==================== output_latch
### config.mk
export PLATFORM = sky130hd
export DESIGN_NAME = output_latch
export DESIGN_NICKNAME = d
export VERILOG_FILES = /design/src/rtl/output_latch_pkg.sv /design/src/rtl/output_latch.sv
export SDC_FILE = /design/constraint.sdc
export NUM_CORES = 1
export LEC_CHECK = 0
export CAP_MARGIN = 10
export CORE_UTILIZATION = 55
export CTS_BUF_LIST = sky130_fd_sc_hd__clkbuf_4 sky130_fd_sc_hd__clkbuf_8
export CTS_CLUSTER_SIZE = 12
export DETAILED_ROUTE_END_ITERATION = 10
export PLACE_DENSITY = 0.87
export SLEW_MARGIN = 20
export SYNTH_ARGS = -nofsm -noshare
export SYNTH_HDL_FRONTEND = slang
export SYNTH_SLANG_ARGS = --single-unit
### constraint.sdc
create_clock -name clk -period 3.9 [get_ports clk]
set_input_delay 0.975 -clock clk [delete_from_list [all_inputs] [get_ports clk]]
set_output_delay 0.975 -clock clk [all_outputs]
set_load 0.05 [all_outputs]
### src/rtl/output_latch_pkg.sv
// rtl/output_latch_pkg.sv - shared timer package: control-word fields and RW read formats
// Imported by the counter blocks so they agree on the control-word layout.
package output_latch_pkg;

  typedef enum logic [1:0] {
    RW_LATCH   = 2'b00,
    RW_LSB     = 2'b01,
    RW_MSB     = 2'b10,
    RW_LSB_MSB = 2'b11
  } rw_mode_e;

  typedef struct packed {
    logic [1:0] sc;
    rw_mode_e   rw;
    logic [2:0] mode;
    logic       bcd;
  } control_word_t;

endpackage

### src/rtl/output_latch.sv
// rtl/output_latch.sv - counter output/status latch and byte read sequencer
// A read is served from pre-edge state; latch/status commands then see the post-read flags.
module output_latch
  import output_latch_pkg::*;
(
  input  logic        clk,
  input  logic        reset,
  input  logic [15:0] count_value,
  input  logic [7:0]  status_in,
  input  logic [1:0]  rw_mode,
  input  logic        mode_write,
  input  logic        latch_cmd,
  input  logic        status_cmd,
  input  logic        read,
  output logic [7:0]  databus_out,
  output logic        data_valid
);

  logic [15:0] r_ol;
  logic [7:0]  r_sl;
  logic        r_count_latched;
  logic        r_status_latched;
  logic        r_byte_ptr;
  logic [7:0]  r_databus;
  logic        r_data_valid;

  rw_mode_e    w_rw;
  logic [7:0]  w_byte;
  logic        w_cl_next;
  logic        w_sl_next;
  logic        w_ptr_next;

  assign w_rw = rw_mode_e'(rw_mode);

  always_comb begin
    w_byte     = r_ol[7:0];
    w_cl_next  = r_count_latched;
    w_sl_next  = r_status_latched;
    w_ptr_next = r_byte_ptr;
    if (read) begin
      if (r_status_latched) begin
        w_byte    = r_sl;
        w_sl_next = 1'b0;
      end else begin
        case (w_rw)
          RW_LSB: begin
            w_byte    = r_ol[7:0];
            w_cl_next = 1'b0;
          end
          RW_MSB: begin
            w_byte    = r_ol[15:8];
            w_cl_next = 1'b0;
          end
          default: begin
            // 00 is treated as LSB-then-MSB
            w_byte     = r_byte_ptr ? r_ol[15:8] : r_ol[7:0];
            w_ptr_next = ~r_byte_ptr;
            if (r_byte_ptr) w_cl_next = 1'b0;
          end
        endcase
      end
    end
  end

  always_ff @(posedge clk) begin
    if (reset) begin
      r_ol             <= 16'h0000;
      r_sl             <= 8'h00;
      r_count_latched  <= 1'b0;
      r_status_latched <= 1'b0;
      r_byte_ptr       <= 1'b0;
      r_databus        <= 8'h00;
      r_data_valid     <= 1'b0;
    end else if (mode_write) begin
      r_ol             <= count_value;
      r_count_latched  <= 1'b0;
      r_status_latched <= 1'b0;
      r_byte_ptr       <= 1'b0;
      r_data_valid     <= 1'b0;
    end else begin
      r_data_valid <= read;
      if (read) r_databus <= w_byte;
      r_byte_ptr <= w_ptr_next;

      if (status_cmd && !w_sl_next) begin
        r_sl             <= status_in;
        r_status_latched <= 1'b1;
      end else begin
        r_status_latched <= w_sl_next;
      end

      if (!w_cl_next) begin
        r_ol            <= count_value;
        r_count_latched <= latch_cmd;
      end else begin
        r_count_latched <= 1'b1;
      end
    end
  end

  assign databus_out = r_databus;
  assign data_valid  = r_data_valid;

endmodule

==================== scan_result_fifo_flat
**src/rtl/scan_result_fifo_if.sv**
```systemverilog
// Command-bus and step-result signals shared between the counter,
// the command block, eth_top and the result FIFO.
//
// Handshake semantics: push and pop are single-cycle strobes sampled on the
// rising clock edge; there is no ready back-pressure.  A push is taken only
// while the FIFO is enabled and has room (or a pop is taken in the same
// cycle).  A pop is taken only while the FIFO is not empty.  An accepted pop
// is answered one cycle later by a one-cycle out_valid pulse with
// time_out/signals_out updated.
interface scan_result_fifo_if;
   logic [7:0]  addr;
   logic [7:0]  data;
   logic        write;
   logic [7:0]  data_out;
   logic        push;
   logic [31:0] time_in;
   logic [31:0] signals_in;
   logic        pop;
   logic [31:0] time_out;
   logic [31:0] signals_out;
   logic        out_valid;
   logic        empty;
   logic        full;

   // Drives the FIFO: command bus, counter and eth_top side
   modport master (
      output addr, data, write, push, time_in, signals_in, pop,
      input  data_out, time_out, signals_out, out_valid, empty, full
   );

   // The FIFO itself
   modport slave (
      input  addr, data, write, push, time_in, signals_in, pop,
      output data_out, time_out, signals_out, out_valid, empty, full
   );
endinterface

```
**src/rtl/scan_result_fifo.sv**
```systemverilog
// Per-step result FIFO between the step counter and eth_top.
// Each entry is {time, signals}.  Control/status lives at ADDR_BASE on the
// 8-bit command bus, the fill level at ADDR_BASE+1.
module scan_result_fifo #(
   parameter int          DEPTH     = 16,
   parameter logic [7:0]  ADDR_BASE = 8'h40
) (
   input  logic              clock50Mhz,
   input  logic              reset,
   scan_result_fifo_if.slave bus
);

   localparam int AW = (DEPTH > 1) ? $clog2(DEPTH) : 1;
   localparam int LW = AW + 1;

   logic [63:0]   mem [DEPTH];
   logic [AW-1:0] wr_ptr;
   logic [AW-1:0] rd_ptr;
   logic [LW-1:0] level;
   logic          overflow;
   logic          enable;
   logic [31:0]   time_q;
   logic [31:0]   signals_q;
   logic          out_valid_q;

   logic          ctrl_wr;
   logic          flush;
   logic          empty_i;
   logic          full_i;
   logic          pop_ok;
   logic          push_ok;
   logic          push_drop;
   logic [15:0]   level_wide;

   // Decode command-bus control and the push/pop acceptance rules
   always_comb begin
      ctrl_wr   = bus.write && (bus.addr == ADDR_BASE);
      flush     = ctrl_wr && bus.data[0];
      empty_i   = (level == '0);
      full_i    = (level == LW'(DEPTH));
      pop_ok    = bus.pop && !empty_i && !flush;
      // A pop in the same cycle frees a slot, so a full FIFO can still take a push
      push_ok   = bus.push && enable && (!full_i || pop_ok) && !flush;
      push_drop = bus.push && enable && full_i && !pop_ok && !flush;
   end

   // Pointers, level, sticky overflow, enable and the registered pop outputs
   always_ff @(posedge clock50Mhz) begin
      if (!reset) begin
         wr_ptr      <= '0;
         rd_ptr      <= '0;
         level       <= '0;
         overflow    <= 1'b0;
         enable      <= 1'b0;
         time_q      <= '0;
         signals_q   <= '0;
         out_valid_q <= 1'b0;
      end else begin
         out_valid_q <= pop_ok;
         if (ctrl_wr) begin
            enable <= bus.data[1];
         end
         if (flush) begin
            wr_ptr   <= '0;
            rd_ptr   <= '0;
            level    <= '0;
            overflow <= 1'b0;
         end else begin
            if (push_ok) begin
               wr_ptr <= wr_ptr + 1'b1;
            end
            if (pop_ok) begin
               rd_ptr    <= rd_ptr + 1'b1;
               time_q    <= mem[rd_ptr][63:32];
               signals_q <= mem[rd_ptr][31:0];
            end
            if (push_ok && !pop_ok) begin
               level <= level + 1'b1;
            end else if (pop_ok && !push_ok) begin
               level <= level - 1'b1;
            end
            if (push_drop) begin
               overflow <= 1'b1;
            end
         end
      end
   end

   // Entry storage; contents need no reset since level gates every read
   always_ff @(posedge clock50Mhz) begin
      if (push_ok) begin
         mem[wr_ptr] <= {bus.time_in, bus.signals_in};
      end
   end

   // Register readback mux for the selector
   always_comb begin
      level_wide = 16'(level);
      if (bus.addr == ADDR_BASE) begin
         bus.data_out = {overflow, full_i, empty_i, enable, 4'b0000};
      end else if (bus.addr == ADDR_BASE + 8'd1) begin
         bus.data_out = level_wide[7:0];
      end else begin
         bus.data_out = 8'h00;
      end
   end

   assign bus.time_out    = time_q;
   assign bus.signals_out = signals_q;
   assign bus.out_valid   = out_valid_q;
   assign bus.empty       = empty_i;
   assign bus.full        = full_i;

endmodule

```
**src/flat_wrapper.sv**
```systemverilog
// flat-port wrapper written by rule: the top's interface ports become plain ports
module scan_result_fifo_flat 
#(
   parameter int          DEPTH     = 16,
   parameter logic [7:0]  ADDR_BASE = 8'h40
)
  (clock50Mhz, reset, bus_addr, bus_data, bus_write, bus_push, bus_time_in, bus_signals_in, bus_pop, bus_data_out, bus_time_out, bus_signals_out, bus_out_valid, bus_empty, bus_full);
  scan_result_fifo_if bus_i ();
  input  logic clock50Mhz;
  input  logic reset;
  input wire logic [$bits(bus_i.addr)-1:0] bus_addr;
  input wire logic [$bits(bus_i.data)-1:0] bus_data;
  input wire logic [$bits(bus_i.write)-1:0] bus_write;
  input wire logic [$bits(bus_i.push)-1:0] bus_push;
  input wire logic [$bits(bus_i.time_in)-1:0] bus_time_in;
  input wire logic [$bits(bus_i.signals_in)-1:0] bus_signals_in;
  input wire logic [$bits(bus_i.pop)-1:0] bus_pop;
  output wire logic [$bits(bus_i.data_out)-1:0] bus_data_out;
  output wire logic [$bits(bus_i.time_out)-1:0] bus_time_out;
  output wire logic [$bits(bus_i.signals_out)-1:0] bus_signals_out;
  output wire logic [$bits(bus_i.out_valid)-1:0] bus_out_valid;
  output wire logic [$bits(bus_i.empty)-1:0] bus_empty;
  output wire logic [$bits(bus_i.full)-1:0] bus_full;
  assign bus_i.addr = bus_addr;
  assign bus_i.data = bus_data;
  assign bus_i.write = bus_write;
  assign bus_i.push = bus_push;
  assign bus_i.time_in = bus_time_in;
  assign bus_i.signals_in = bus_signals_in;
  assign bus_i.pop = bus_pop;
  assign bus_data_out = bus_i.data_out;
  assign bus_time_out = bus_i.time_out;
  assign bus_signals_out = bus_i.signals_out;
  assign bus_out_valid = bus_i.out_valid;
  assign bus_empty = bus_i.empty;
  assign bus_full = bus_i.full;
  scan_result_fifo #(.DEPTH(DEPTH), .ADDR_BASE(ADDR_BASE)) u_core (.clock50Mhz(clock50Mhz), .reset(reset), .bus(bus_i));
endmodule
```
**config.mk**
```make
export PLATFORM = sky130hd
export DESIGN_NAME = scan_result_fifo_flat
export DESIGN_NICKNAME = d
export VERILOG_FILES = /design/src/rtl/scan_result_fifo_if.sv /design/src/rtl/scan_result_fifo.sv /design/src/flat_wrapper.sv
export SDC_FILE = /design/constraint.sdc
export NUM_CORES = 1
export LEC_CHECK = 0
export ABC_AREA = 0
export CAP_MARGIN = 10
export CORE_AREA = 10 10 298 372
export DETAILED_ROUTE_END_ITERATION = 10
export DIE_AREA = 0 0 308 382
export HOLD_SLACK_MARGIN = 0.08
export PLACE_DENSITY_LB_ADDON = 0.08
export SYNTH_ARGS = -nofsm -noshare
export SYNTH_HDL_FRONTEND = slang
export SYNTH_SLANG_ARGS = --single-unit
```
**constraint.sdc**
```tcl
create_clock -name clock50Mhz -period 7.47 [get_ports clock50Mhz]
set_input_delay 1.1205 -clock clock50Mhz [delete_from_list [all_inputs] [get_ports clock50Mhz]]
set_output_delay 1.1205 -clock clock50Mhz [all_outputs]
set_load 0.005 [all_outputs]
```
### Drive-strength map, output_latch

Drawn at 6 px/um.
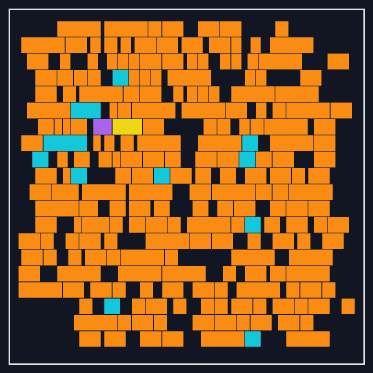
Orange marks _0 and _1 cells, cells 210, share 94%, most used nand2b_1. Yellow marks _6 and larger, cells 1, share 0.45%, most used clkbuf_8. Purple marks _2 cells, cells 1, share 0.45%, most used or3b_2. Cyan marks _3 and _4 cells, cells 11, share 4.9%, most used clkbuf_4.

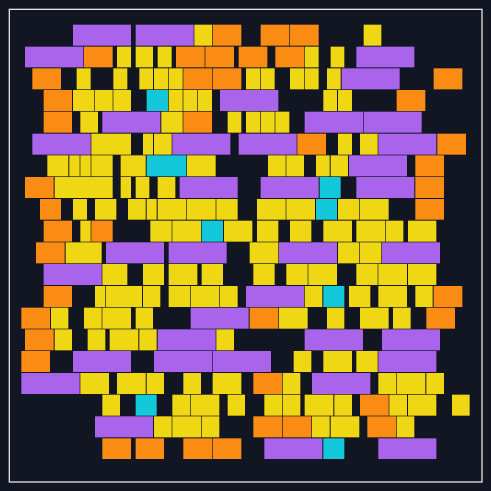
*Placement by cell class, output_latch*
Drawn at 8 px/um.
Purple marks flops, cells 36. Cyan marks clock drivers and dummy loads, cells 8. Orange marks other buffers and delay cells, cells 42. Yellow marks combinational and other logic, cells 137.

==> results.tsv, output_latch <==
metric	value	unit
Global Route met3 Usage	0.0396	
Async SR Flop Fraction	0	
RSZ-0062 raised after global routing	false	
Avg Cell Area, Syn	9.53	um2
largest net degree at the start of global routing	35	
slowest CP cell	nor2b_1	
Largest Register	r_ol	
comb area leader	simple AND/OR/NAND/NOR gates	
dpl cells	259	
ANT cells	0	
CP Depth	6	
worst path cell trace	clkdlybuf4s50_1 -> inv_1 -> ha_1 -> nor2b_1 -> a22oi_1 -> a32o_1	
DR top layer	met4	
TritonCTS clock tree	built	
crit end category	flop	
# nets final	256	
Clock Skews	0.00834	ns
max-slew violations	0	
Top Layout Cells	42 x nand2b_1, 40 x clkdlybuf4s50_1, 36 x dfxtp_1	
fraction of area in non-clock buffers	0.185	
final antenna-violating net count	0	
share of layout cells above drive strength 1	0.0583	
DP Area	0.00218	mm2
status	complete, no violations	
Seq area share	0.321	
Late-Pin Clk Latency	0.34	ns
wire per inst	14.1	um
hold_ws	0.479	ns
Flop pwr share	0.520	
Die Width	58.9	um
Pwr top	registers	
sw power	212	uW
GRT overflow	0	
Cells after Synth	187	
drt drc	0	
Tool Warnings	27	
Sequential Area	721	um2
hold endpoint	databus_out[7]$_SDFFE_PP0P_	
maximum VDD drop	192	uV
post-route cell area	0.00225	mm2
logic share of the area	0.432	
R2R cell count	4	
Util after Layout	0.736	
power in sequential cells	406	uW
Startpoint Class	primary input	
Largest cell class	multi-input combinational cells	
Post-Route WL	3770	um
pre-CTS setup slack	0.929	ns
clock slew at reported path FFs	0.10	ns
met3 wire length	174	um
Synth Cell Area	0.00178	mm2
pwr/cell area	347	mW/mm2
Max clock buf depth	2	
predominant post-synthesis flop cell	dfxtp_1	
Leak	0.000774	uW
area reported by Yosys stat	0.00178	mm2
iteration tally of the first detailed-router pass	4	
Final GP Congestion	0.764	
Comb group	149	uW
hpwl dp	2880	um
clk tree area frac	0.0295	
Synthesized registers	36	
hold_sp	databus_out[7]$_SDFFE_PP0P_	
crit path max fanout	8	
setup ws final	1.24	ns
CP bufs+invs	2	
Yosys Instances	187	
met1 Usage GRT	0.277	
CP Capture Point	databus_out[7]$_SDFFE_PP0P_	
output_latch: cells in the mapped netlist, types with 3 or more instances:
library cell / count / area, um2
nand2b_1: 42 / 263
dfxtp_1: 36 / 721
mux2i_1: 24 / 240
a22oi_1: 16 / 120
a21oi_1: 10 / 50.1
a32o_1: 8 / 80.1
clkbuf_1: 8 / 30.0
nand3_1: 8 / 40.0
o21ai_0: 8 / 40.0
buf_1: 4 / 15.0
inv_1: 4 / 15.0
nor2b_1: 3 / 18.8
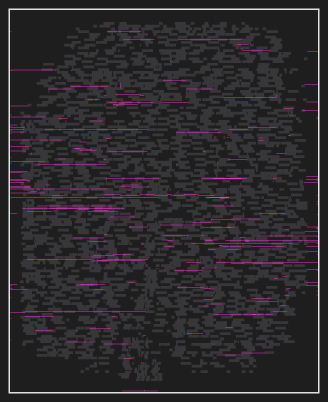
*Metal 3, scan_result_fifo_flat*
Drawn at 1 px/um. Cells faint in the background.
The layer carries 4,320 um of wire. The longest straight run is 121 um. The layer holds 4.4% of the routed length. The wires run mostly horizontal. 134 nets have wire on it.
Global Route met3 Usage: 0.0310
Post-Route WL: 99,300 um
via count: 19,100

==> results.tsv, scan_result_fifo_flat <==
metric	value	unit
status	complete, no violations	
worst path cell trace	clkdlybuf4s50_1 -> or4b_4 -> nor3_1 -> nand2_1 -> o21ai_0 -> clkdlybuf4s50_1	
Cells after Synth	1832	
Die Footprint	0.118	mm2
Synth Seq Share	0.787	
Synth warnings	0	
post-route cell area	0.0480	mm2
flip-flops with a built-in enable	1024	
fin cells	3469	
Adder-Cell Fraction of Synth Area	0.00323	
CP Depth	6	
MI comb area	0.00838	mm2
Async SR Flop Fraction	0	
CP bufs+invs	2	
largest net degree at the start of global routing	130	
Post-synth top cells	1,024 x edfxtp_1, 256 x mux4_2, 128 x a22oi_1	
clk tree area frac	0.0751	
maximum VDD drop	213	uV
Iteration-0 DRC Markers	1323	
post-synth net total	1927	
Placement Rows	132	
dominant logic cell type in the layout	edfxtp_1	
Inverters	5	
pre-CTS setup slack	2.91	ns
Dominant cell area share	0.748	
crit-path leading delay family	simple AND/OR/NAND/NOR gates	
hold endpoint	u_core.bus.signals_out[16]$_SDFFE_PN0P_	
max-slew violations	0	
Synth Cell Area	0.0411	mm2
H-tree depth	3	
Port Buffers	153	
pwr/cell area	308	mW/mm2
Comb gates	620	
Avg Cell Area, Syn	22.4	um2
final antenna-violating net count	0	
total power	14800	uW
Final min period	4.33	ns
worst setup path class	primary input to primary output	
vias in the first global route	21000	
wire per inst	28.6	um
most common cell in the synthesized netlist	edfxtp_1	
worst hold stages	1	
dpl cells	3261	
ANT cells	1	
hpwl dp	49800	um
Repair and plain buffers	192	
Seq area share	0.674	
Tool Warnings	38	
overall fraction of global-route tracks in use	0.168	
crit path max fanout	5	
XOR-XNOR Cells, Area Fraction	0.00213	
met1 Usage GRT	0.212	
# clk buffers	153	
Worst R2R Setup Slack	3.93	ns
Top Usage Layer GRT	met2	
hold_buf cts	0	
[scan_result_fifo_flat: power by group]
part           internal (uW)  switching (uW)
clock network           3170            2300
registers               6870             143
logic                   1240            1030
[scan_result_fifo_flat: registers in the layout, summed over array words and instances (netlist names)]
register / cells
u_core.enable: 1
u_core.mem: 1024
u_core.bus.time_out: 32
u_core.level: 5
u_core.wr_ptr: 4
u_core.overflow: 1
u_core.bus.out_valid: 1
u_core.bus.signals_out: 32
u_core.rd_ptr: 4

## Gallery

Sequential cells coloured by netlist name.
Plate I
Drawn at 1 px/um.
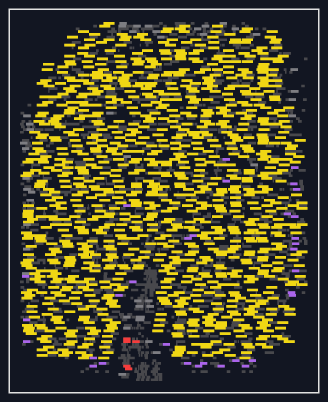
Plate II
Drawn at 6 px/um.
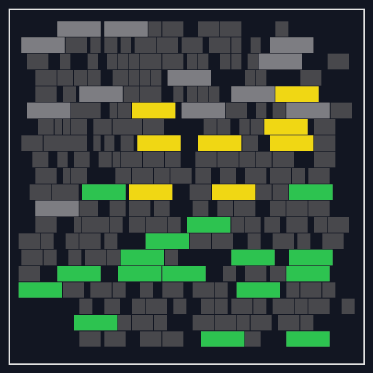
Of these, most cells: Plate I
Plate II: output_latch
Plate I: scan_result_fifo_flat


==================== ks_prefix_adder_pipe_flat
## src/rtl/ks_prefix_adder_pipe_pkg.sv

```systemverilog
// Shared sizing helpers and operation encoding for the pipelined Kogge-Stone adder.
package ks_adder_pkg;

    typedef enum logic {OP_ADD = 1'b0, OP_SUB = 1'b1} op_e;

    function automatic int clog2(input int n);
        int r;
        r = 0;
        for (int i = 0; i < 31; i++)
            if ((1 << i) < n) r = i + 1;
        return r;
    endfunction

    function automatic int ceil_div(input int n, input int d);
        return (n + d - 1) / d;
    endfunction

    function automatic int ks_levels(input int width);
        return clog2(width);
    endfunction

    function automatic int ks_nstg(input int width, input int lps);
        return ceil_div(ks_levels(width), lps);
    endfunction

    // One operand-capture register plus one register per group of prefix levels.
    function automatic int ks_lat(input int width, input int lps);
        return ks_nstg(width, lps) + 1;
    endfunction

endpackage

```

## src/rtl/ks_prefix_adder_pipe_if.sv

```systemverilog
// Operand/result valid-ready bus between operand issue, the adder pipe and writeback.
interface ks_prefix_adder_pipe_if #(
    parameter int WIDTH = 24
);
    logic             in_valid;
    logic             in_ready;
    logic [WIDTH-1:0] in_a;
    logic [WIDTH-1:0] in_b;
    logic             in_cin;
    logic             in_sub;
    logic             out_valid;
    logic             out_ready;
    logic [WIDTH-1:0] out_sum;
    logic             out_cout;
    logic             out_ovf;

    modport master (
        output in_valid, in_a, in_b, in_cin, in_sub, out_ready,
        input  in_ready, out_valid, out_sum, out_cout, out_ovf
    );

    modport slave (
        input  in_valid, in_a, in_b, in_cin, in_sub, out_ready,
        output in_ready, out_valid, out_sum, out_cout, out_ovf
    );
endinterface

```

## src/rtl/ks_prefix_adder_pipe_level.sv

```systemverilog
// One Kogge-Stone prefix row: grey/black cells combining each bit with the bit SPAN below it.
module ks_prefix_level #(
    parameter int WIDTH = 24,
    parameter int SPAN  = 1
) (
    input  logic [WIDTH-1:0] p,
    input  logic [WIDTH-1:0] g,
    output logic [WIDTH-1:0] p_nxt,
    output logic [WIDTH-1:0] g_nxt
);
    for (genvar i = 0; i < WIDTH; i++) begin : g_bit
        if (i < SPAN) begin : g_buf
            assign p_nxt[i] = p[i];
            assign g_nxt[i] = g[i];
        end else begin : g_cell
            assign g_nxt[i] = g[i] | (p[i] & g[i-SPAN]);
            assign p_nxt[i] = p[i] & p[i-SPAN];
        end
    end
endmodule

```

## src/rtl/ks_prefix_adder_pipe.sv

```systemverilog
// Pipelined Kogge-Stone add/sub with valid/ready flow control and collapsing bubbles.
// Define KS_ADD_SAT_EN to saturate the sum on signed overflow instead of wrapping.
module ks_prefix_adder_pipe
    import ks_adder_pkg::*;
#(
    parameter int WIDTH         = 24,
    parameter int LVL_PER_STAGE = 2
) (
    input logic                   clk,
    input logic                   rst_n,
    ks_prefix_adder_pipe_if.slave bus
);
    localparam int LEVELS = ks_levels(WIDTH);
    localparam int NSTG   = ks_nstg(WIDTH, LVL_PER_STAGE);
    localparam int LAT    = ks_lat(WIDTH, LVL_PER_STAGE);
    localparam int LAST   = LAT - 1;

    logic [LAST:0]              vld_pipe;
    logic [LAST:0]              en;
    logic [NSTG-1:0][WIDTH-1:0] p_q, g_q, p0_q;
    logic [NSTG-1:0]            cin_q;
    logic [WIDTH-1:0]           sum_q;
    logic                       cout_q, ovf_q;

    op_e              op;
    logic [WIDTH-1:0] b_eff, p_in, g_in;
    logic             cin_eff;

    // cin is folded into g[0] so every G[i] below is the true carry out of bit i.
    always_comb begin
        op      = op_e'(bus.in_sub);
        b_eff   = bus.in_b ^ {WIDTH{op == OP_SUB}};
        cin_eff = (op == OP_SUB) | bus.in_cin;
        p_in    = bus.in_a ^ b_eff;
        g_in    = bus.in_a & b_eff;
        g_in[0] = g_in[0] | (p_in[0] & cin_eff);
    end

    // A slot may load when it is empty or everything downstream of it is moving.
    for (genvar k = 0; k <= LAST; k++) begin : g_en
        assign en[k] = !((&vld_pipe[LAST:k]) && !bus.out_ready);
    end

    logic [WIDTH-1:0] grp_p [NSTG];
    logic [WIDTH-1:0] grp_g [NSTG];

    for (genvar j = 0; j < NSTG; j++) begin : g_grp
        logic [WIDTH-1:0] cp [LVL_PER_STAGE+1];
        logic [WIDTH-1:0] cg [LVL_PER_STAGE+1];
        assign cp[0] = p_q[j];
        assign cg[0] = g_q[j];
        for (genvar l = 0; l < LVL_PER_STAGE; l++) begin : g_lvl
            localparam int LVL = j * LVL_PER_STAGE + l;
            if (LVL < LEVELS) begin : g_row
                ks_prefix_level #(.WIDTH(WIDTH), .SPAN(1 << LVL)) u_row (
                    .p     (cp[l]),
                    .g     (cg[l]),
                    .p_nxt (cp[l+1]),
                    .g_nxt (cg[l+1])
                );
            end else begin : g_pass
                assign cp[l+1] = cp[l];
                assign cg[l+1] = cg[l];
            end
        end
        assign grp_p[j] = cp[LVL_PER_STAGE];
        assign grp_g[j] = cg[LVL_PER_STAGE];
    end

    logic [WIDTH-1:0] g_fin, sum_c;
    logic             cout_c, ovf_c;

    always_comb begin
        g_fin  = grp_g[NSTG-1];
        sum_c  = p0_q[NSTG-1] ^ {g_fin[WIDTH-2:0], cin_q[NSTG-1]};
        cout_c = g_fin[WIDTH-1];
        ovf_c  = g_fin[WIDTH-1] ^ g_fin[WIDTH-2];
`ifdef KS_ADD_SAT_EN
        // On overflow both operands share a sign, and that sign equals the carry out.
        if (ovf_c)
            sum_c = cout_c ? {1'b1, {(WIDTH-1){1'b0}}} : {1'b0, {(WIDTH-1){1'b1}}};
`endif
    end

    always_ff @(posedge clk or negedge rst_n) begin
        if (!rst_n) begin
            vld_pipe <= '0;
            p_q      <= '0;
            g_q      <= '0;
            p0_q     <= '0;
            cin_q    <= '0;
            sum_q    <= '0;
            cout_q   <= 1'b0;
            ovf_q    <= 1'b0;
        end else begin
            if (en[0]) vld_pipe[0] <= bus.in_valid;
            for (int k = 1; k <= LAST; k++)
                if (en[k]) vld_pipe[k] <= vld_pipe[k-1];

            // Payload only moves with a valid beat so idle slots keep their last value.
            if (en[0] && bus.in_valid) begin
                p_q[0]   <= p_in;
                g_q[0]   <= g_in;
                p0_q[0]  <= p_in;
                cin_q[0] <= cin_eff;
            end
            for (int j = 1; j < NSTG; j++) begin
                if (en[j] && vld_pipe[j-1]) begin
                    p_q[j]   <= grp_p[j-1];
                    g_q[j]   <= grp_g[j-1];
                    p0_q[j]  <= p0_q[j-1];
                    cin_q[j] <= cin_q[j-1];
                end
            end
            if (en[LAST] && vld_pipe[LAST-1]) begin
                sum_q  <= sum_c;
                cout_q <= cout_c;
                ovf_q  <= ovf_c;
            end
        end
    end

    assign bus.in_ready  = en[0];
    assign bus.out_valid = vld_pipe[LAST];
    assign bus.out_sum   = sum_q;
    assign bus.out_cout  = cout_q;
    assign bus.out_ovf   = ovf_q;

endmodule

```

## src/flat_wrapper.sv

```systemverilog
// flat-port wrapper written by rule: the top's interface ports become plain ports
module ks_prefix_adder_pipe_flat import ks_adder_pkg::*;
#(
    parameter int WIDTH         = 24,
    parameter int LVL_PER_STAGE = 2
)
  (clk, rst_n, bus_in_valid, bus_in_a, bus_in_b, bus_in_cin, bus_in_sub, bus_out_ready, bus_in_ready, bus_out_valid, bus_out_sum, bus_out_cout, bus_out_ovf);
  ks_prefix_adder_pipe_if #(.WIDTH(WIDTH)) bus_i ();
  input logic clk;
  input logic rst_n;
  input wire logic [$bits(bus_i.in_valid)-1:0] bus_in_valid;
  input wire logic [$bits(bus_i.in_a)-1:0] bus_in_a;
  input wire logic [$bits(bus_i.in_b)-1:0] bus_in_b;
  input wire logic [$bits(bus_i.in_cin)-1:0] bus_in_cin;
  input wire logic [$bits(bus_i.in_sub)-1:0] bus_in_sub;
  input wire logic [$bits(bus_i.out_ready)-1:0] bus_out_ready;
  output wire logic [$bits(bus_i.in_ready)-1:0] bus_in_ready;
  output wire logic [$bits(bus_i.out_valid)-1:0] bus_out_valid;
  output wire logic [$bits(bus_i.out_sum)-1:0] bus_out_sum;
  output wire logic [$bits(bus_i.out_cout)-1:0] bus_out_cout;
  output wire logic [$bits(bus_i.out_ovf)-1:0] bus_out_ovf;
  assign bus_i.in_valid = bus_in_valid;
  assign bus_i.in_a = bus_in_a;
  assign bus_i.in_b = bus_in_b;
  assign bus_i.in_cin = bus_in_cin;
  assign bus_i.in_sub = bus_in_sub;
  assign bus_i.out_ready = bus_out_ready;
  assign bus_in_ready = bus_i.in_ready;
  assign bus_out_valid = bus_i.out_valid;
  assign bus_out_sum = bus_i.out_sum;
  assign bus_out_cout = bus_i.out_cout;
  assign bus_out_ovf = bus_i.out_ovf;
  ks_prefix_adder_pipe #(.WIDTH(WIDTH), .LVL_PER_STAGE(LVL_PER_STAGE)) u_core (.clk(clk), .rst_n(rst_n), .bus(bus_i));
endmodule
```

## config.mk

```make
export PLATFORM = sky130hd
export DESIGN_NAME = ks_prefix_adder_pipe_flat
export DESIGN_NICKNAME = d
export VERILOG_FILES = /design/src/rtl/ks_prefix_adder_pipe_pkg.sv /design/src/rtl/ks_prefix_adder_pipe_if.sv /design/src/rtl/ks_prefix_adder_pipe_level.sv /design/src/rtl/ks_prefix_adder_pipe.sv /design/src/flat_wrapper.sv
export SDC_FILE = /design/constraint.sdc
export NUM_CORES = 1
export LEC_CHECK = 0
export ABC_AREA = 1
export CORE_MARGIN = 3
export CORE_UTILIZATION = 55
export CTS_BUF_LIST = sky130_fd_sc_hd__clkbuf_8
export DETAILED_ROUTE_END_ITERATION = 12
export PLACE_DENSITY = 0.78
export RECOVER_POWER = 50
export SLEW_MARGIN = 25
export SYNTH_ARGS = -nofsm -noshare
export SYNTH_HDL_FRONTEND = slang
export SYNTH_HIERARCHICAL = 1
export SYNTH_SLANG_ARGS = --single-unit
```

## constraint.sdc

```tcl
create_clock -name clk -period 1.25 [get_ports clk]
set_clock_uncertainty 0.2 [all_clocks]
set_input_delay 0.125 -clock clk [delete_from_list [all_inputs] [get_ports clk]]
set_output_delay 0.125 -clock clk [all_outputs]
set_load 0.005 [all_outputs]
```

==================== calc_sequencer
<file path="config.mk">
export PLATFORM = sky130hd
export DESIGN_NAME = calc_sequencer
export DESIGN_NICKNAME = d
export VERILOG_FILES = /design/src/rtl/calc_pkg.sv /design/src/rtl/calc_divider.sv /design/src/rtl/calc_sequencer.sv
export SDC_FILE = /design/constraint.sdc
export NUM_CORES = 1
export LEC_CHECK = 0
export ABC_AREA = 1
export CAP_MARGIN = 10
export CORE_ASPECT_RATIO = 0.6
export CORE_MARGIN = 3
export CORE_UTILIZATION = 40
export CTS_CLUSTER_DIAMETER = 200
export DETAILED_ROUTE_END_ITERATION = 16
export PLACE_DENSITY = 0.69
export SYNTH_ARGS = -nofsm -noshare
export SYNTH_HDL_FRONTEND = slang
export SYNTH_SLANG_ARGS = --single-unit
</file>
<file path="constraint.sdc">
create_clock -name clock -period 3.4 [get_ports clock]
set_clock_uncertainty 0.2 [all_clocks]
set_input_delay 0.34 -clock clock [delete_from_list [all_inputs] [get_ports clock]]
set_output_delay 0.34 -clock clock [all_outputs]
set_load 0.02 [all_outputs]
</file>
<file path="src/rtl/calc_pkg.sv">
// Shared key codes, sequencer states and operator encodings for the calculator control unit.
package calc_pkg;

  localparam logic [3:0] BTN_DIGIT_MAX = 4'h9;
  localparam logic [3:0] BTN_ADD       = 4'hA;
  localparam logic [3:0] BTN_SUB       = 4'hB;
  localparam logic [3:0] BTN_MUL       = 4'hC;
  localparam logic [3:0] BTN_DIV       = 4'hD;
  localparam logic [3:0] BTN_EQUAL     = 4'hE;
  localparam logic [3:0] BTN_CLEAR     = 4'hF;

  typedef enum logic [2:0] {
    ST_ENTRY_A  = 3'd0,
    ST_OP_PEND  = 3'd1,
    ST_ENTRY_B  = 3'd2,
    ST_DIVIDING = 3'd3,
    ST_RESULT   = 3'd4,
    ST_ERROR    = 3'd5
  } state_t;

  typedef enum logic [1:0] {
    OP_ADD = 2'd0,
    OP_SUB = 2'd1,
    OP_MUL = 2'd2,
    OP_DIV = 2'd3
  } op_t;

  function automatic op_t btn_to_op(input logic [3:0] btn);
    op_t op;
    case (btn)
      BTN_SUB: op = OP_SUB;
      BTN_MUL: op = OP_MUL;
      BTN_DIV: op = OP_DIV;
      default: op = OP_ADD;
    endcase
    return op;
  endfunction

endpackage

</file>
<file path="src/rtl/calc_divider.sv">
// Restoring unsigned divider: one quotient bit per cycle, DATA_WIDTH cycles per divide.
module calc_divider
  import calc_pkg::*;
#(
  parameter int DATA_WIDTH = 16
) (
  input  logic                  clock,
  input  logic                  reset,
  input  logic                  start,
  input  logic                  abort,
  input  logic [DATA_WIDTH-1:0] dividend,
  input  logic [DATA_WIDTH-1:0] divisor,
  output logic                  busy,
  output logic                  done,
  output logic [DATA_WIDTH-1:0] quotient
);

  localparam int CW = $clog2(DATA_WIDTH) + 1;
  localparam logic [CW-1:0] LAST = CW'(DATA_WIDTH - 1);

  logic                  busy_r;
  logic [CW-1:0]         count_r;
  logic [DATA_WIDTH-1:0] rem_r;
  logic [DATA_WIDTH-1:0] quo_r;
  logic [DATA_WIDTH-1:0] dsr_r;
  logic [DATA_WIDTH:0]   shifted_s;
  logic [DATA_WIDTH:0]   diff_s;
  logic                  fits_s;
  logic [DATA_WIDTH-1:0] next_rem_s;
  logic [DATA_WIDTH-1:0] next_quo_s;

  // One restoring step; done/quotient expose the final step so the caller can latch it on the same edge
  always_comb begin
    shifted_s = {rem_r, quo_r[DATA_WIDTH-1]};
    diff_s    = shifted_s - {1'b0, dsr_r};
    fits_s    = (shifted_s >= {1'b0, dsr_r});
    if (fits_s) begin
      next_rem_s = diff_s[DATA_WIDTH-1:0];
    end else begin
      next_rem_s = shifted_s[DATA_WIDTH-1:0];
    end
    next_quo_s = {quo_r[DATA_WIDTH-2:0], fits_s};
    done       = busy_r && (count_r == LAST) && !abort;
    quotient   = next_quo_s;
  end

  // Iteration state
  always_ff @(posedge clock or negedge reset) begin
    if (!reset) begin
      busy_r  <= 1'b0;
      count_r <= '0;
      rem_r   <= '0;
      quo_r   <= '0;
      dsr_r   <= '0;
    end else if (abort) begin
      busy_r  <= 1'b0;
      count_r <= '0;
    end else if (start) begin
      busy_r  <= 1'b1;
      count_r <= '0;
      rem_r   <= '0;
      quo_r   <= dividend;
      dsr_r   <= divisor;
    end else if (busy_r) begin
      rem_r   <= next_rem_s;
      quo_r   <= next_quo_s;
      count_r <= count_r + CW'(1);
      if (count_r == LAST) begin
        busy_r <= 1'b0;
      end
    end
  end

  assign busy = busy_r;

endmodule

</file>
<file path="src/rtl/calc_sequencer.sv">
// Calculator control unit: keypad press decoding, operand entry, operator chaining and display.
// Define CALC_MUL_EN to build the multiplier; otherwise BTN_MUL is ignored everywhere.
module calc_sequencer
  import calc_pkg::*;
#(
  parameter int DATA_WIDTH = 16,
  parameter int MAX_DIGITS = 4
) (
  input  logic                  clock,
  input  logic                  reset,
  input  logic [3:0]            button,
  input  logic                  is_pressed_next,
  output logic [DATA_WIDTH-1:0] display,
  output logic                  busy,
  output logic                  error,
  output logic                  overflow
);

  localparam int DCW = $clog2(MAX_DIGITS + 1);
  localparam int EW  = DATA_WIDTH + 4;
  localparam logic [DATA_WIDTH-1:0] ZERO     = {DATA_WIDTH{1'b0}};
  localparam logic [DATA_WIDTH-1:0] ALL_ONES = {DATA_WIDTH{1'b1}};

  state_t                state_r;
  op_t                   op_r;
  op_t                   pend_op_r;
  logic                  chain_r;
  logic                  prev_r;
  logic [DATA_WIDTH-1:0] display_r;
  logic [DATA_WIDTH-1:0] a_r;
  logic [DCW-1:0]        digits_r;
  logic                  error_r;
  logic                  overflow_r;

  logic                  press_s;
  logic                  is_digit_s;
  logic                  is_op_s;
  logic                  is_equal_s;
  logic                  is_clear_s;
  op_t                   key_op_s;
  logic [DATA_WIDTH-1:0] digit_val_s;
  logic [EW-1:0]         entry_val_s;
  logic                  entry_ok_s;
  logic [DATA_WIDTH:0]   sum_s;
  logic [DATA_WIDTH-1:0] eval_res_s;
  logic                  eval_ovf_s;
  logic                  div_start_s;
  logic                  div_busy_s;
  logic                  div_done_s;
  logic [DATA_WIDTH-1:0] div_quo_s;
`ifdef CALC_MUL_EN
  logic [2*DATA_WIDTH-1:0] prod_s;
`endif

  // Key decode and digit accumulation
  always_comb begin
    press_s     = is_pressed_next & ~prev_r;
    is_digit_s  = press_s && (button <= BTN_DIGIT_MAX);
    is_equal_s  = press_s && (button == BTN_EQUAL);
    is_clear_s  = press_s && (button == BTN_CLEAR);
    key_op_s    = btn_to_op(button);
    case (button)
      BTN_ADD, BTN_SUB, BTN_DIV: is_op_s = press_s;
`ifdef CALC_MUL_EN
      BTN_MUL:                   is_op_s = press_s;
`endif
      default:                   is_op_s = 1'b0;
    endcase
    digit_val_s = {{(DATA_WIDTH-4){1'b0}}, button};
    entry_val_s = ({4'h0, display_r} * EW'(10)) + {4'h0, digit_val_s};
    entry_ok_s  = (digits_r < DCW'(MAX_DIGITS)) && (entry_val_s[EW-1:DATA_WIDTH] == 4'h0);
    div_start_s = (state_r == ST_ENTRY_B) && (is_op_s || is_equal_s) &&
                  (op_r == OP_DIV) && (display_r != ZERO);
  end

  // Single-cycle arithmetic on A (a_r) and B (display_r)
  always_comb begin
    sum_s      = {1'b0, a_r} + {1'b0, display_r};
    eval_res_s = ZERO;
    eval_ovf_s = 1'b0;
`ifdef CALC_MUL_EN
    prod_s     = {ZERO, a_r} * {ZERO, display_r};
`endif
    case (op_r)
      OP_ADD: begin
        eval_res_s = sum_s[DATA_WIDTH-1:0];
        eval_ovf_s = sum_s[DATA_WIDTH];
      end
      OP_SUB: begin
        eval_res_s = a_r - display_r;
        eval_ovf_s = (a_r < display_r);
      end
`ifdef CALC_MUL_EN
      OP_MUL: begin
        eval_res_s = prod_s[DATA_WIDTH-1:0];
        eval_ovf_s = (prod_s[2*DATA_WIDTH-1:DATA_WIDTH] != ZERO);
      end
`endif
      default: begin
        eval_res_s = ZERO;
        eval_ovf_s = 1'b0;
      end
    endcase
  end

  calc_divider #(.DATA_WIDTH(DATA_WIDTH)) u_divider (
    .clock    (clock),
    .reset    (reset),
    .start    (div_start_s),
    .abort    (is_clear_s),
    .dividend (a_r),
    .divisor  (display_r),
    .busy     (div_busy_s),
    .done     (div_done_s),
    .quotient (div_quo_s)
  );

  // Sequencer FSM; CLEAR takes priority over everything, including a finishing divide
  always_ff @(posedge clock or negedge reset) begin
    if (!reset) begin
      state_r    <= ST_ENTRY_A;
      op_r       <= OP_ADD;
      pend_op_r  <= OP_ADD;
      chain_r    <= 1'b0;
      prev_r     <= 1'b0;
      display_r  <= ZERO;
      a_r        <= ZERO;
      digits_r   <= '0;
      error_r    <= 1'b0;
      overflow_r <= 1'b0;
    end else begin
      prev_r <= is_pressed_next;
      if (is_clear_s) begin
        state_r    <= ST_ENTRY_A;
        op_r       <= OP_ADD;
        pend_op_r  <= OP_ADD;
        chain_r    <= 1'b0;
        display_r  <= ZERO;
        a_r        <= ZERO;
        digits_r   <= '0;
        error_r    <= 1'b0;
        overflow_r <= 1'b0;
      end else begin
        case (state_r)
          ST_ENTRY_A, ST_RESULT: begin
            if (is_digit_s) begin
              if (state_r == ST_RESULT) begin
                display_r <= digit_val_s;
                digits_r  <= DCW'(1);
                state_r   <= ST_ENTRY_A;
              end else if (entry_ok_s) begin
                display_r <= entry_val_s[DATA_WIDTH-1:0];
                digits_r  <= digits_r + DCW'(1);
              end
            end else if (is_op_s) begin
              a_r     <= display_r;
              op_r    <= key_op_s;
              state_r <= ST_OP_PEND;
            end
          end
          ST_OP_PEND: begin
            if (is_digit_s) begin
              display_r <= digit_val_s;
              digits_r  <= DCW'(1);
              state_r   <= ST_ENTRY_B;
            end else if (is_op_s) begin
              op_r <= key_op_s;
            end
          end
          ST_ENTRY_B: begin
            if (is_digit_s) begin
              if (entry_ok_s) begin
                display_r <= entry_val_s[DATA_WIDTH-1:0];
                digits_r  <= digits_r + DCW'(1);
              end
            end else if (is_op_s || is_equal_s) begin
              digits_r <= '0;
              if (op_r == OP_DIV) begin
                overflow_r <= 1'b0;
                if (display_r == ZERO) begin
                  state_r   <= ST_ERROR;
                  error_r   <= 1'b1;
                  display_r <= ALL_ONES;
                end else begin
                  state_r   <= ST_DIVIDING;
                  chain_r   <= is_op_s;
                  pend_op_r <= key_op_s;
                end
              end else begin
                display_r  <= eval_res_s;
                a_r        <= eval_res_s;
                overflow_r <= eval_ovf_s;
                if (is_op_s) begin
                  op_r    <= key_op_s;
                  state_r <= ST_OP_PEND;
                end else begin
                  state_r <= ST_RESULT;
                end
              end
            end
          end
          ST_DIVIDING: begin
            if (div_done_s) begin
              display_r <= div_quo_s;
              a_r       <= div_quo_s;
              if (chain_r) begin
                op_r    <= pend_op_r;
                state_r <= ST_OP_PEND;
              end else begin
                state_r <= ST_RESULT;
              end
            end
          end
          ST_ERROR: begin
            state_r <= ST_ERROR;
          end
          default: begin
            state_r <= ST_ENTRY_A;
          end
        endcase
      end
    end
  end

  assign display  = display_r;
  assign busy     = div_busy_s;
  assign error    = error_r;
  assign overflow = overflow_r;

endmodule

</file>
==================== unsigned_seq_divider_flat
<file path="src/rtl/unsigned_seq_divider_if.sv">
// rtl/unsigned_seq_divider_if.sv - request/result bundle between the ALU and the divider
// Ports (master = ALU side, slave = divider side):
//   start        master->slave  single-cycle divide request
//   dividend     master->slave  unsigned numerator, sampled with start
//   divisor      master->slave  unsigned denominator, sampled with start
//   busy         slave->master  division in progress
//   done         slave->master  one-cycle pulse, results updated
//   quotient     slave->master  registered quotient
//   remainder    slave->master  registered remainder
//   div_by_zero  slave->master  registered divide-by-zero flag
interface unsigned_seq_divider_if #(
  parameter int WIDTH = 32
);
  logic             start;
  logic [WIDTH-1:0] dividend;
  logic [WIDTH-1:0] divisor;
  logic             busy;
  logic             done;
  logic [WIDTH-1:0] quotient;
  logic [WIDTH-1:0] remainder;
  logic             div_by_zero;

  modport master (
    output start, dividend, divisor,
    input  busy, done, quotient, remainder, div_by_zero
  );

  modport slave (
    input  start, dividend, divisor,
    output busy, done, quotient, remainder, div_by_zero
  );
endinterface

</file>
<file path="src/rtl/unsigned_seq_divider.sv">
// rtl/unsigned_seq_divider.sv - restoring unsigned divider, one quotient bit per clock
// Ports:
//   clk  in   rising-edge clock
//   rst  in   asynchronous active-high reset
//   bus  slave modport of unsigned_seq_divider_if (start/dividend/divisor in,
//        busy/done/quotient/remainder/div_by_zero out, all outputs registered)
module unsigned_seq_divider #(
  parameter int WIDTH = 32
) (
  input logic                  clk,
  input logic                  rst,
  unsigned_seq_divider_if.slave bus
);

  localparam int CW = $clog2(WIDTH);
  localparam logic [CW-1:0] LAST = CW'(WIDTH - 1);

  typedef enum logic {
    IDLE = 1'b0,
    DIV  = 1'b1
  } state_t;

  state_t           state_q, state_d;
  logic [CW-1:0]    count_q;
  logic [WIDTH-1:0] q_q;        // dividend shifting out, quotient shifting in
  logic [WIDTH-1:0] r_q;        // partial remainder; always < divisor so 32 bits hold it
  logic [WIDTH-1:0] d_q;
  logic             zpend_q;    // divide-by-zero result due on the next edge
  logic [WIDTH-1:0] zdvd_q;

  logic             busy_q, done_q, dbz_q;
  logic [WIDTH-1:0] quot_q, rem_q;

  logic             accept, accept_zero, last_iter;
  logic [WIDTH:0]   r_shift, trial;
  logic [WIDTH-1:0] r_next, q_next;

  // State register
  always_ff @(posedge clk or posedge rst) begin
    if (rst) state_q <= IDLE;
    else     state_q <= state_d;
  end

  // Next-state logic; divide-by-zero never leaves IDLE
  always_comb begin
    state_d = state_q;
    case (state_q)
      IDLE: if (bus.start && (bus.divisor != '0)) state_d = DIV;
      DIV:  if (count_q == LAST) state_d = IDLE;
      default: state_d = IDLE;
    endcase
  end

  // Control strobes decoded from the current state
  always_comb begin
    accept      = 1'b0;
    accept_zero = 1'b0;
    last_iter   = 1'b0;
    case (state_q)
      IDLE: begin
        accept      = bus.start && (bus.divisor != '0);
        accept_zero = bus.start && (bus.divisor == '0);
      end
      DIV:  last_iter = (count_q == LAST);
      default: ;
    endcase
  end

  // One restoring step: a borrow out of the 33-bit trial means restore.
  // When r_shift[WIDTH] is set the trial can never borrow, so the kept
  // remainder always fits in WIDTH bits.
  assign r_shift = {r_q, q_q[WIDTH-1]};
  assign trial   = r_shift - {1'b0, d_q};
  assign r_next  = trial[WIDTH] ? r_shift[WIDTH-1:0] : trial[WIDTH-1:0];
  assign q_next  = {q_q[WIDTH-2:0], ~trial[WIDTH]};

  // Working registers
  always_ff @(posedge clk or posedge rst) begin
    if (rst) begin
      count_q <= '0;
      q_q     <= '0;
      r_q     <= '0;
      d_q     <= '0;
      zpend_q <= 1'b0;
      zdvd_q  <= '0;
    end else begin
      zpend_q <= accept_zero;
      if (accept_zero) zdvd_q <= bus.dividend;
      if (accept) begin
        q_q     <= bus.dividend;
        r_q     <= '0;
        d_q     <= bus.divisor;
        count_q <= '0;
      end else if (state_q == DIV) begin
        q_q     <= q_next;
        r_q     <= r_next;
        count_q <= count_q + CW'(1);
      end
    end
  end

  // Result registers; they only move on a done edge
  always_ff @(posedge clk or posedge rst) begin
    if (rst) begin
      busy_q <= 1'b0;
      done_q <= 1'b0;
      dbz_q  <= 1'b0;
      quot_q <= '0;
      rem_q  <= '0;
    end else begin
      busy_q <= (state_d == DIV);
      done_q <= last_iter | zpend_q;
      if (last_iter) begin
        quot_q <= q_next;
        rem_q  <= r_next;
        dbz_q  <= 1'b0;
      end else if (zpend_q) begin
        quot_q <= '1;
        rem_q  <= zdvd_q;
        dbz_q  <= 1'b1;
      end
    end
  end

  assign bus.busy        = busy_q;
  assign bus.done        = done_q;
  assign bus.quotient    = quot_q;
  assign bus.remainder   = rem_q;
  assign bus.div_by_zero = dbz_q;

endmodule

</file>
<file path="src/flat_wrapper.sv">
// flat-port wrapper written by rule: the top's interface ports become plain ports
module unsigned_seq_divider_flat 
#(
  parameter int WIDTH = 32
)
  (clk, rst, bus_start, bus_dividend, bus_divisor, bus_busy, bus_done, bus_quotient, bus_remainder, bus_div_by_zero);
  unsigned_seq_divider_if #(.WIDTH(WIDTH)) bus_i ();
  input logic clk;
  input logic rst;
  input wire logic [$bits(bus_i.start)-1:0] bus_start;
  input wire logic [$bits(bus_i.dividend)-1:0] bus_dividend;
  input wire logic [$bits(bus_i.divisor)-1:0] bus_divisor;
  output wire logic [$bits(bus_i.busy)-1:0] bus_busy;
  output wire logic [$bits(bus_i.done)-1:0] bus_done;
  output wire logic [$bits(bus_i.quotient)-1:0] bus_quotient;
  output wire logic [$bits(bus_i.remainder)-1:0] bus_remainder;
  output wire logic [$bits(bus_i.div_by_zero)-1:0] bus_div_by_zero;
  assign bus_i.start = bus_start;
  assign bus_i.dividend = bus_dividend;
  assign bus_i.divisor = bus_divisor;
  assign bus_busy = bus_i.busy;
  assign bus_done = bus_i.done;
  assign bus_quotient = bus_i.quotient;
  assign bus_remainder = bus_i.remainder;
  assign bus_div_by_zero = bus_i.div_by_zero;
  unsigned_seq_divider #(.WIDTH(WIDTH)) u_core (.clk(clk), .rst(rst), .bus(bus_i));
endmodule
</file>
<file path="config.mk">
export PLATFORM = sky130hd
export DESIGN_NAME = unsigned_seq_divider_flat
export DESIGN_NICKNAME = d
export VERILOG_FILES = /design/src/rtl/unsigned_seq_divider_if.sv /design/src/rtl/unsigned_seq_divider.sv /design/src/flat_wrapper.sv
export SDC_FILE = /design/constraint.sdc
export NUM_CORES = 1
export LEC_CHECK = 0
export CAP_MARGIN = 25
export CORE_ASPECT_RATIO = 1.4
export CORE_MARGIN = 2
export CORE_UTILIZATION = 55
export CTS_BUF_LIST = sky130_fd_sc_hd__clkbuf_16
export CTS_CLUSTER_DIAMETER = 60
export DETAILED_ROUTE_END_ITERATION = 12
export PLACE_DENSITY = 0.76
export SLEW_MARGIN = 10
export SYNTH_ARGS = -nofsm -noshare
export SYNTH_HDL_FRONTEND = slang
export SYNTH_SLANG_ARGS = --single-unit
</file>
<file path="constraint.sdc">
create_clock -name clk -period 7.85 [get_ports clk]
set_input_delay 0.785 -clock clk [delete_from_list [all_inputs] [get_ports clk]]
set_output_delay 0.785 -clock clk [all_outputs]
set_load 0.02 [all_outputs]
</file>
### Routed metal per tile, unsigned_seq_divider_flat

Drawn at 2 px/um. The die is cut into 25 by 34 equal tiles; white is low, dark blue is high, scaled to the fullest tile. Values are wire area over tile area, all layers added.
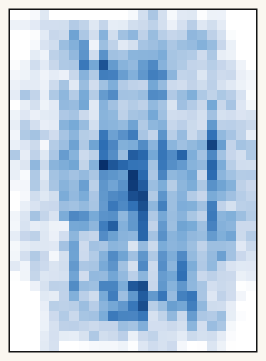
8.8% of the tiles are nearly empty. 19% of the tiles are over half the peak. The densest ninth of the die: centre. The mean over all tiles is 0.22.

==> results.tsv, unsigned_seq_divider_flat <==
metric	value	unit
fraction of area in non-clock buffers	0.111	
Worst Path Required	8.23	ns
Inverters	44	
Max Cap Viol	0	
Cells after Synth	1109	
initial antenna violation count	0	
drt drc	0	
CP Capture Point	u_core.bus.remainder[25]$_DFFE_PP0P_	
Max clock buf depth	3	
Final GP Congestion	0.893	
area fraction in compound gates	0.166	
Arr. time, crit path	4.69	ns
DP Area	0.0123	mm2
post-route cell area	0.0130	mm2
Crit. Startpoint	u_core.q_q[31]$_DFFE_PP0P_	
met2 WL post-DR	14100	um
RSZ-0062 raised after global routing	false	
status	complete, no violations	
HP Class	flop to flop	
Synthesized registers	201	
Clock Skews	0.0141	ns
# nets final	1299	
Die Footprint	0.0210	mm2
post-synth net total	1211	
Synth Seq Share	0.462	
dominant logic cell type in the layout	dfrtp_1	
clk tree area frac	0.0533	
top cells, area	dfrtp_1 46%, mux2_2 6.7%, nand2_1 5.5%, mux2i_1 4.9%, o21ai_0 4.4%	
maximum VDD drop	316	uV
Tcrit/Tclk final	0.549	
post-synthesis simple-gate area fraction	0.144	
Setup-failing EPs final	0	
worst setup path class	flop to flop	
crit end category	flop	
max-slew violations	0	
Yosys Instances	1109	
largest net degree at the start of global routing	134	
dpl cells	1422	
TritonCTS clock tree	built	
pwr/cell area	511	mW/mm2
XOR-XNOR Cells, Area Fraction	0.0217	
MI comb area	0.00538	mm2
Sequential Area	0.00503	mm2
Final min period	4.31	ns
hold_ws	0.498	ns
hold_sp	u_core.q_q[4]$_DFFE_PP0P_	
area reported by Yosys stat	0.0109	mm2
unsigned_seq_divider_flat: state kept, by name (all words and copies together), names as in the netlist:
register	flops
u_core.count_q	5
u_core.zpend_q	1
u_core.state_q	1
u_core.bus.done	1
u_core.d_q	32
u_core.q_q	32
u_core.bus.remainder	32
u_core.zdvd_q	32
u_core.r_q	32
u_core.bus.quotient	32
u_core.bus.div_by_zero	1
unsigned_seq_divider_flat: power by group:
part | internal (uW) | switching [uW] | total (uW)
clock | 591 | 428 | 1020
sequential | 1480 | 344 | 1830
combinational | 1550 | 2270 | 3820
total | 3630 | 3040 | 6670
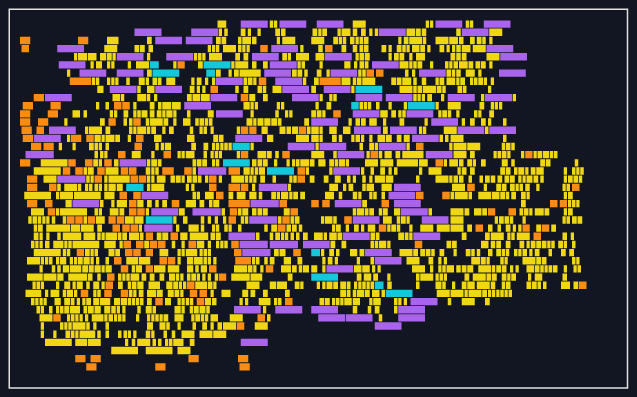
*Placement by cell class, calc_sequencer*
Drawn at 3 px/um.
Orange marks other buffers and delay cells, cells 157. Cyan marks clock drivers and dummy loads, cells 16. Purple marks flops, cells 100. Yellow marks combinational and other logic, cells 1,313.
Util after Layout: 0.505
post-route cell area: 0.0118 mm2
Core ar.: 0.0233 mm2

==> results.tsv, calc_sequencer <==
metric	value	unit
Cells after Synth	1453	
Avg Cell Area, Syn	6.58	um2
Dominant cell area share	0.262	
MI comb area	0.00641	mm2
Late-Pin Clk Latency	0.37	ns
setup ws final	-0.0933	ns
power in sequential cells	2100	uW
failing checks	negative setup slack	
most common cell in the synthesized netlist	nand2_1	
flip-flops	100	
status	complete, but fails checks	
Setup-failing EPs final	15	
Die Width	206	um
share of layout cells above drive strength 1	0.183	
R2R Path End	display[4]$_DFFE_PN0P_	
final tally of hold violations	0	
RSZ-0062 raised after global routing	true	
H-tree depth	3	
Leak	0.00589	uW
pre-CTS setup slack	-0.225	ns
worst setup path class	flop to flop	
## calc_sequencer: logic make-up (layout without fill, tap and decap cells)
family / count (synthesis) / count (layout) / share of synthesized area
flip-flops: 100 / 100 / 0.262
AND-OR/OR-AND: 318 / 318 / 0.192
AND/OR/NAND/NOR: 659 / 659 / 0.298
buffers and inverters: 262 / 395 / 0.105
XOR/XNOR: 27 / 27 / 0.0247
adder cells (fa/ha/maj): 87 / 87 / 0.118
## calc_sequencer: metal layers
layer,global-route usage,vias to the layer above
li1,-,5039
met5,0,-
met4,0.0405,0
met3,0.0953,35
met2,0.313,522
met1,0.410,4732
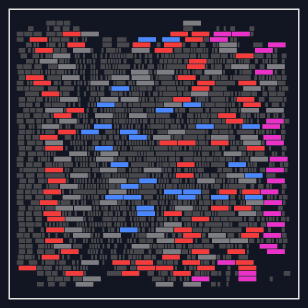
*Sequential cells coloured by netlist name, ks_prefix_adder_pipe_flat*
Drawn at 2 px/um.
Red marks `u_core/p0_q`, sequential cells 72, where spread over the die. Magenta marks `u_core/bus.out_sum`, sequential cells 24. Blue marks `u_core/g_grp.cp`, sequential cells 28.
Another 81 sequential cells are not coloured.

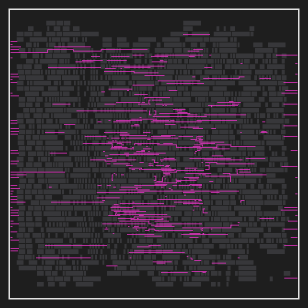
*Metal 3, ks_prefix_adder_pipe_flat*
Drawn at 2 px/um. Cells faint in the background.
229 nets have wire on it. The layer holds 8.2% of the routed length.

==> results.tsv, ks_prefix_adder_pipe_flat <==
metric	value	unit
status	complete, but fails checks	
failing checks	negative hold slack, negative setup slack	
MI comb area	0.00526	mm2
Max Cap Viol	0	
Worst R2R Setup Slack	-0.50	ns
wire per inst	17.7	um
initial antenna violation count	0	
Num CTS Buffers	35	
Worst-Margin Slew	0.707	ns
CP bufs+invs	3	
Post-Route WL	31100	um
crit-path leading delay family	buffers and inverters	
Leak	0.00794	uW
Die Y	144	um
# clk buffers	46	
n_taps	229	
final tally of hold violations	19	
Avg Cell Area, Syn	7.61	um2
Pwr top	combinational logic	
flip-flops	205	
fin cells	1754	
post-synth net total	1454	
Setup-failing EPs final	233	
worst setup path class	flop to flop	
total power	27400	uW
overall fraction of global-route tracks in use	0.261	
share of layout cells above drive strength 1	0.275	
TNS Setup	-77.11	ns
Crit. Startpoint	u_core/vld_pipe[2]$_DFFE_PN0N_	
GRT overflow	0	
first-pass GRT wire length	43700	um
met2 WL post-DR	14900	um
Reg2Reg Launch Point	u_core/vld_pipe[2]$_DFFE_PN0N_	
Late-Pin Clk Latency	0.54	ns
Max clock buf depth	3	
Largest cell class	multi-input combinational cells	
fraction of area in non-clock buffers	0.153	
slowest CP cell	dfrtp_1	
max-slew violations	0	
sw power	10500	uW
fillers	1210	
Cells after Synth	1376	
hold_ws	-0.0219	ns
setup ws final	-0.502	ns
Top Layout Cells	523 x nand2_1, 203 x dfrtp_1, 165 x inv_1	
Flop pwr share	0.383	
Tcrit/Tclk final	1.40	
-- ks_prefix_adder_pipe_flat: layer usage --
layer / track usage / vias up
met3: 0.0459 / 131
met4: 0.0818 / 0
met5: 0 / -
met1: 0.363 / 4549
met2: 0.422 / 542
li1: - / 4404
-- ks_prefix_adder_pipe_flat: timing repair --
| action | in CTS | in global routing |
|---|---|---|
| cloned | 9 | 20 |
| hold endpoints to repair | 254 | 19 |
| setup endpoints to repair | 232 | 233 |
| pin swaps | 3 | 42 |
| buffers inserted | 24 | 12 |
| gates resized | 137 | 197 |


==> gallery <==
Placement by cell class.
image #1
Drawn at 1 px/um.
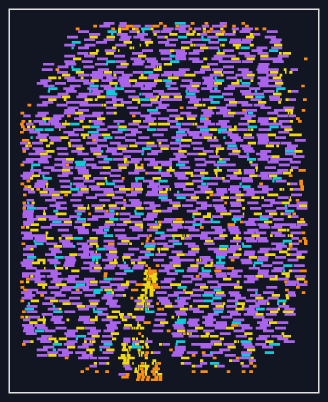
image #2
Drawn at 3 px/um.
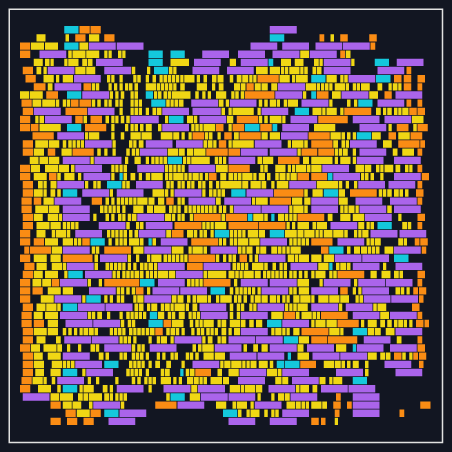
image #3
Drawn at 3 px/um.
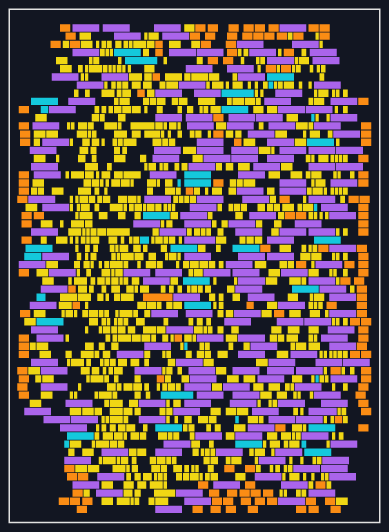
The one with the most cells is image #1.
The one with the largest die is image #1.
Image #1 comes from scan_result_fifo_flat.
Image #3 comes from unsigned_seq_divider_flat.
Image #2 comes from ks_prefix_adder_pipe_flat.


==> gallery <==
Placed standard cells.
shot_01.png
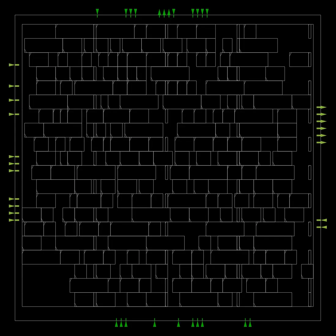
shot_02.png
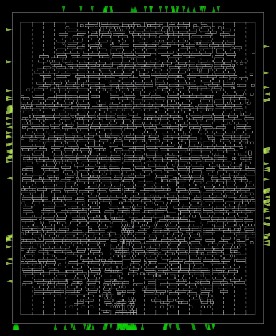
shot_03.png
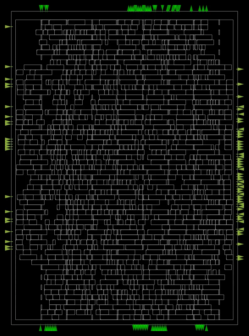
shot_04.png
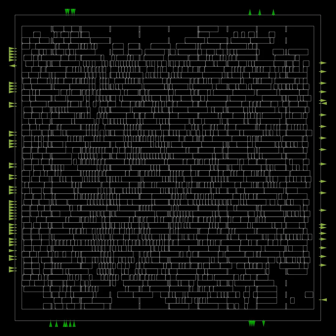
| picture | from |
|---|---|
| shot_02.png | scan_result_fifo_flat |
| shot_03.png | unsigned_seq_divider_flat |
| shot_01.png | output_latch |
| shot_04.png | ks_prefix_adder_pipe_flat |
- fewest sequential cells: shot_01.png
- lowest utilization: shot_02.png

No activity file was given, so power comes from the tool's default toggle rates.
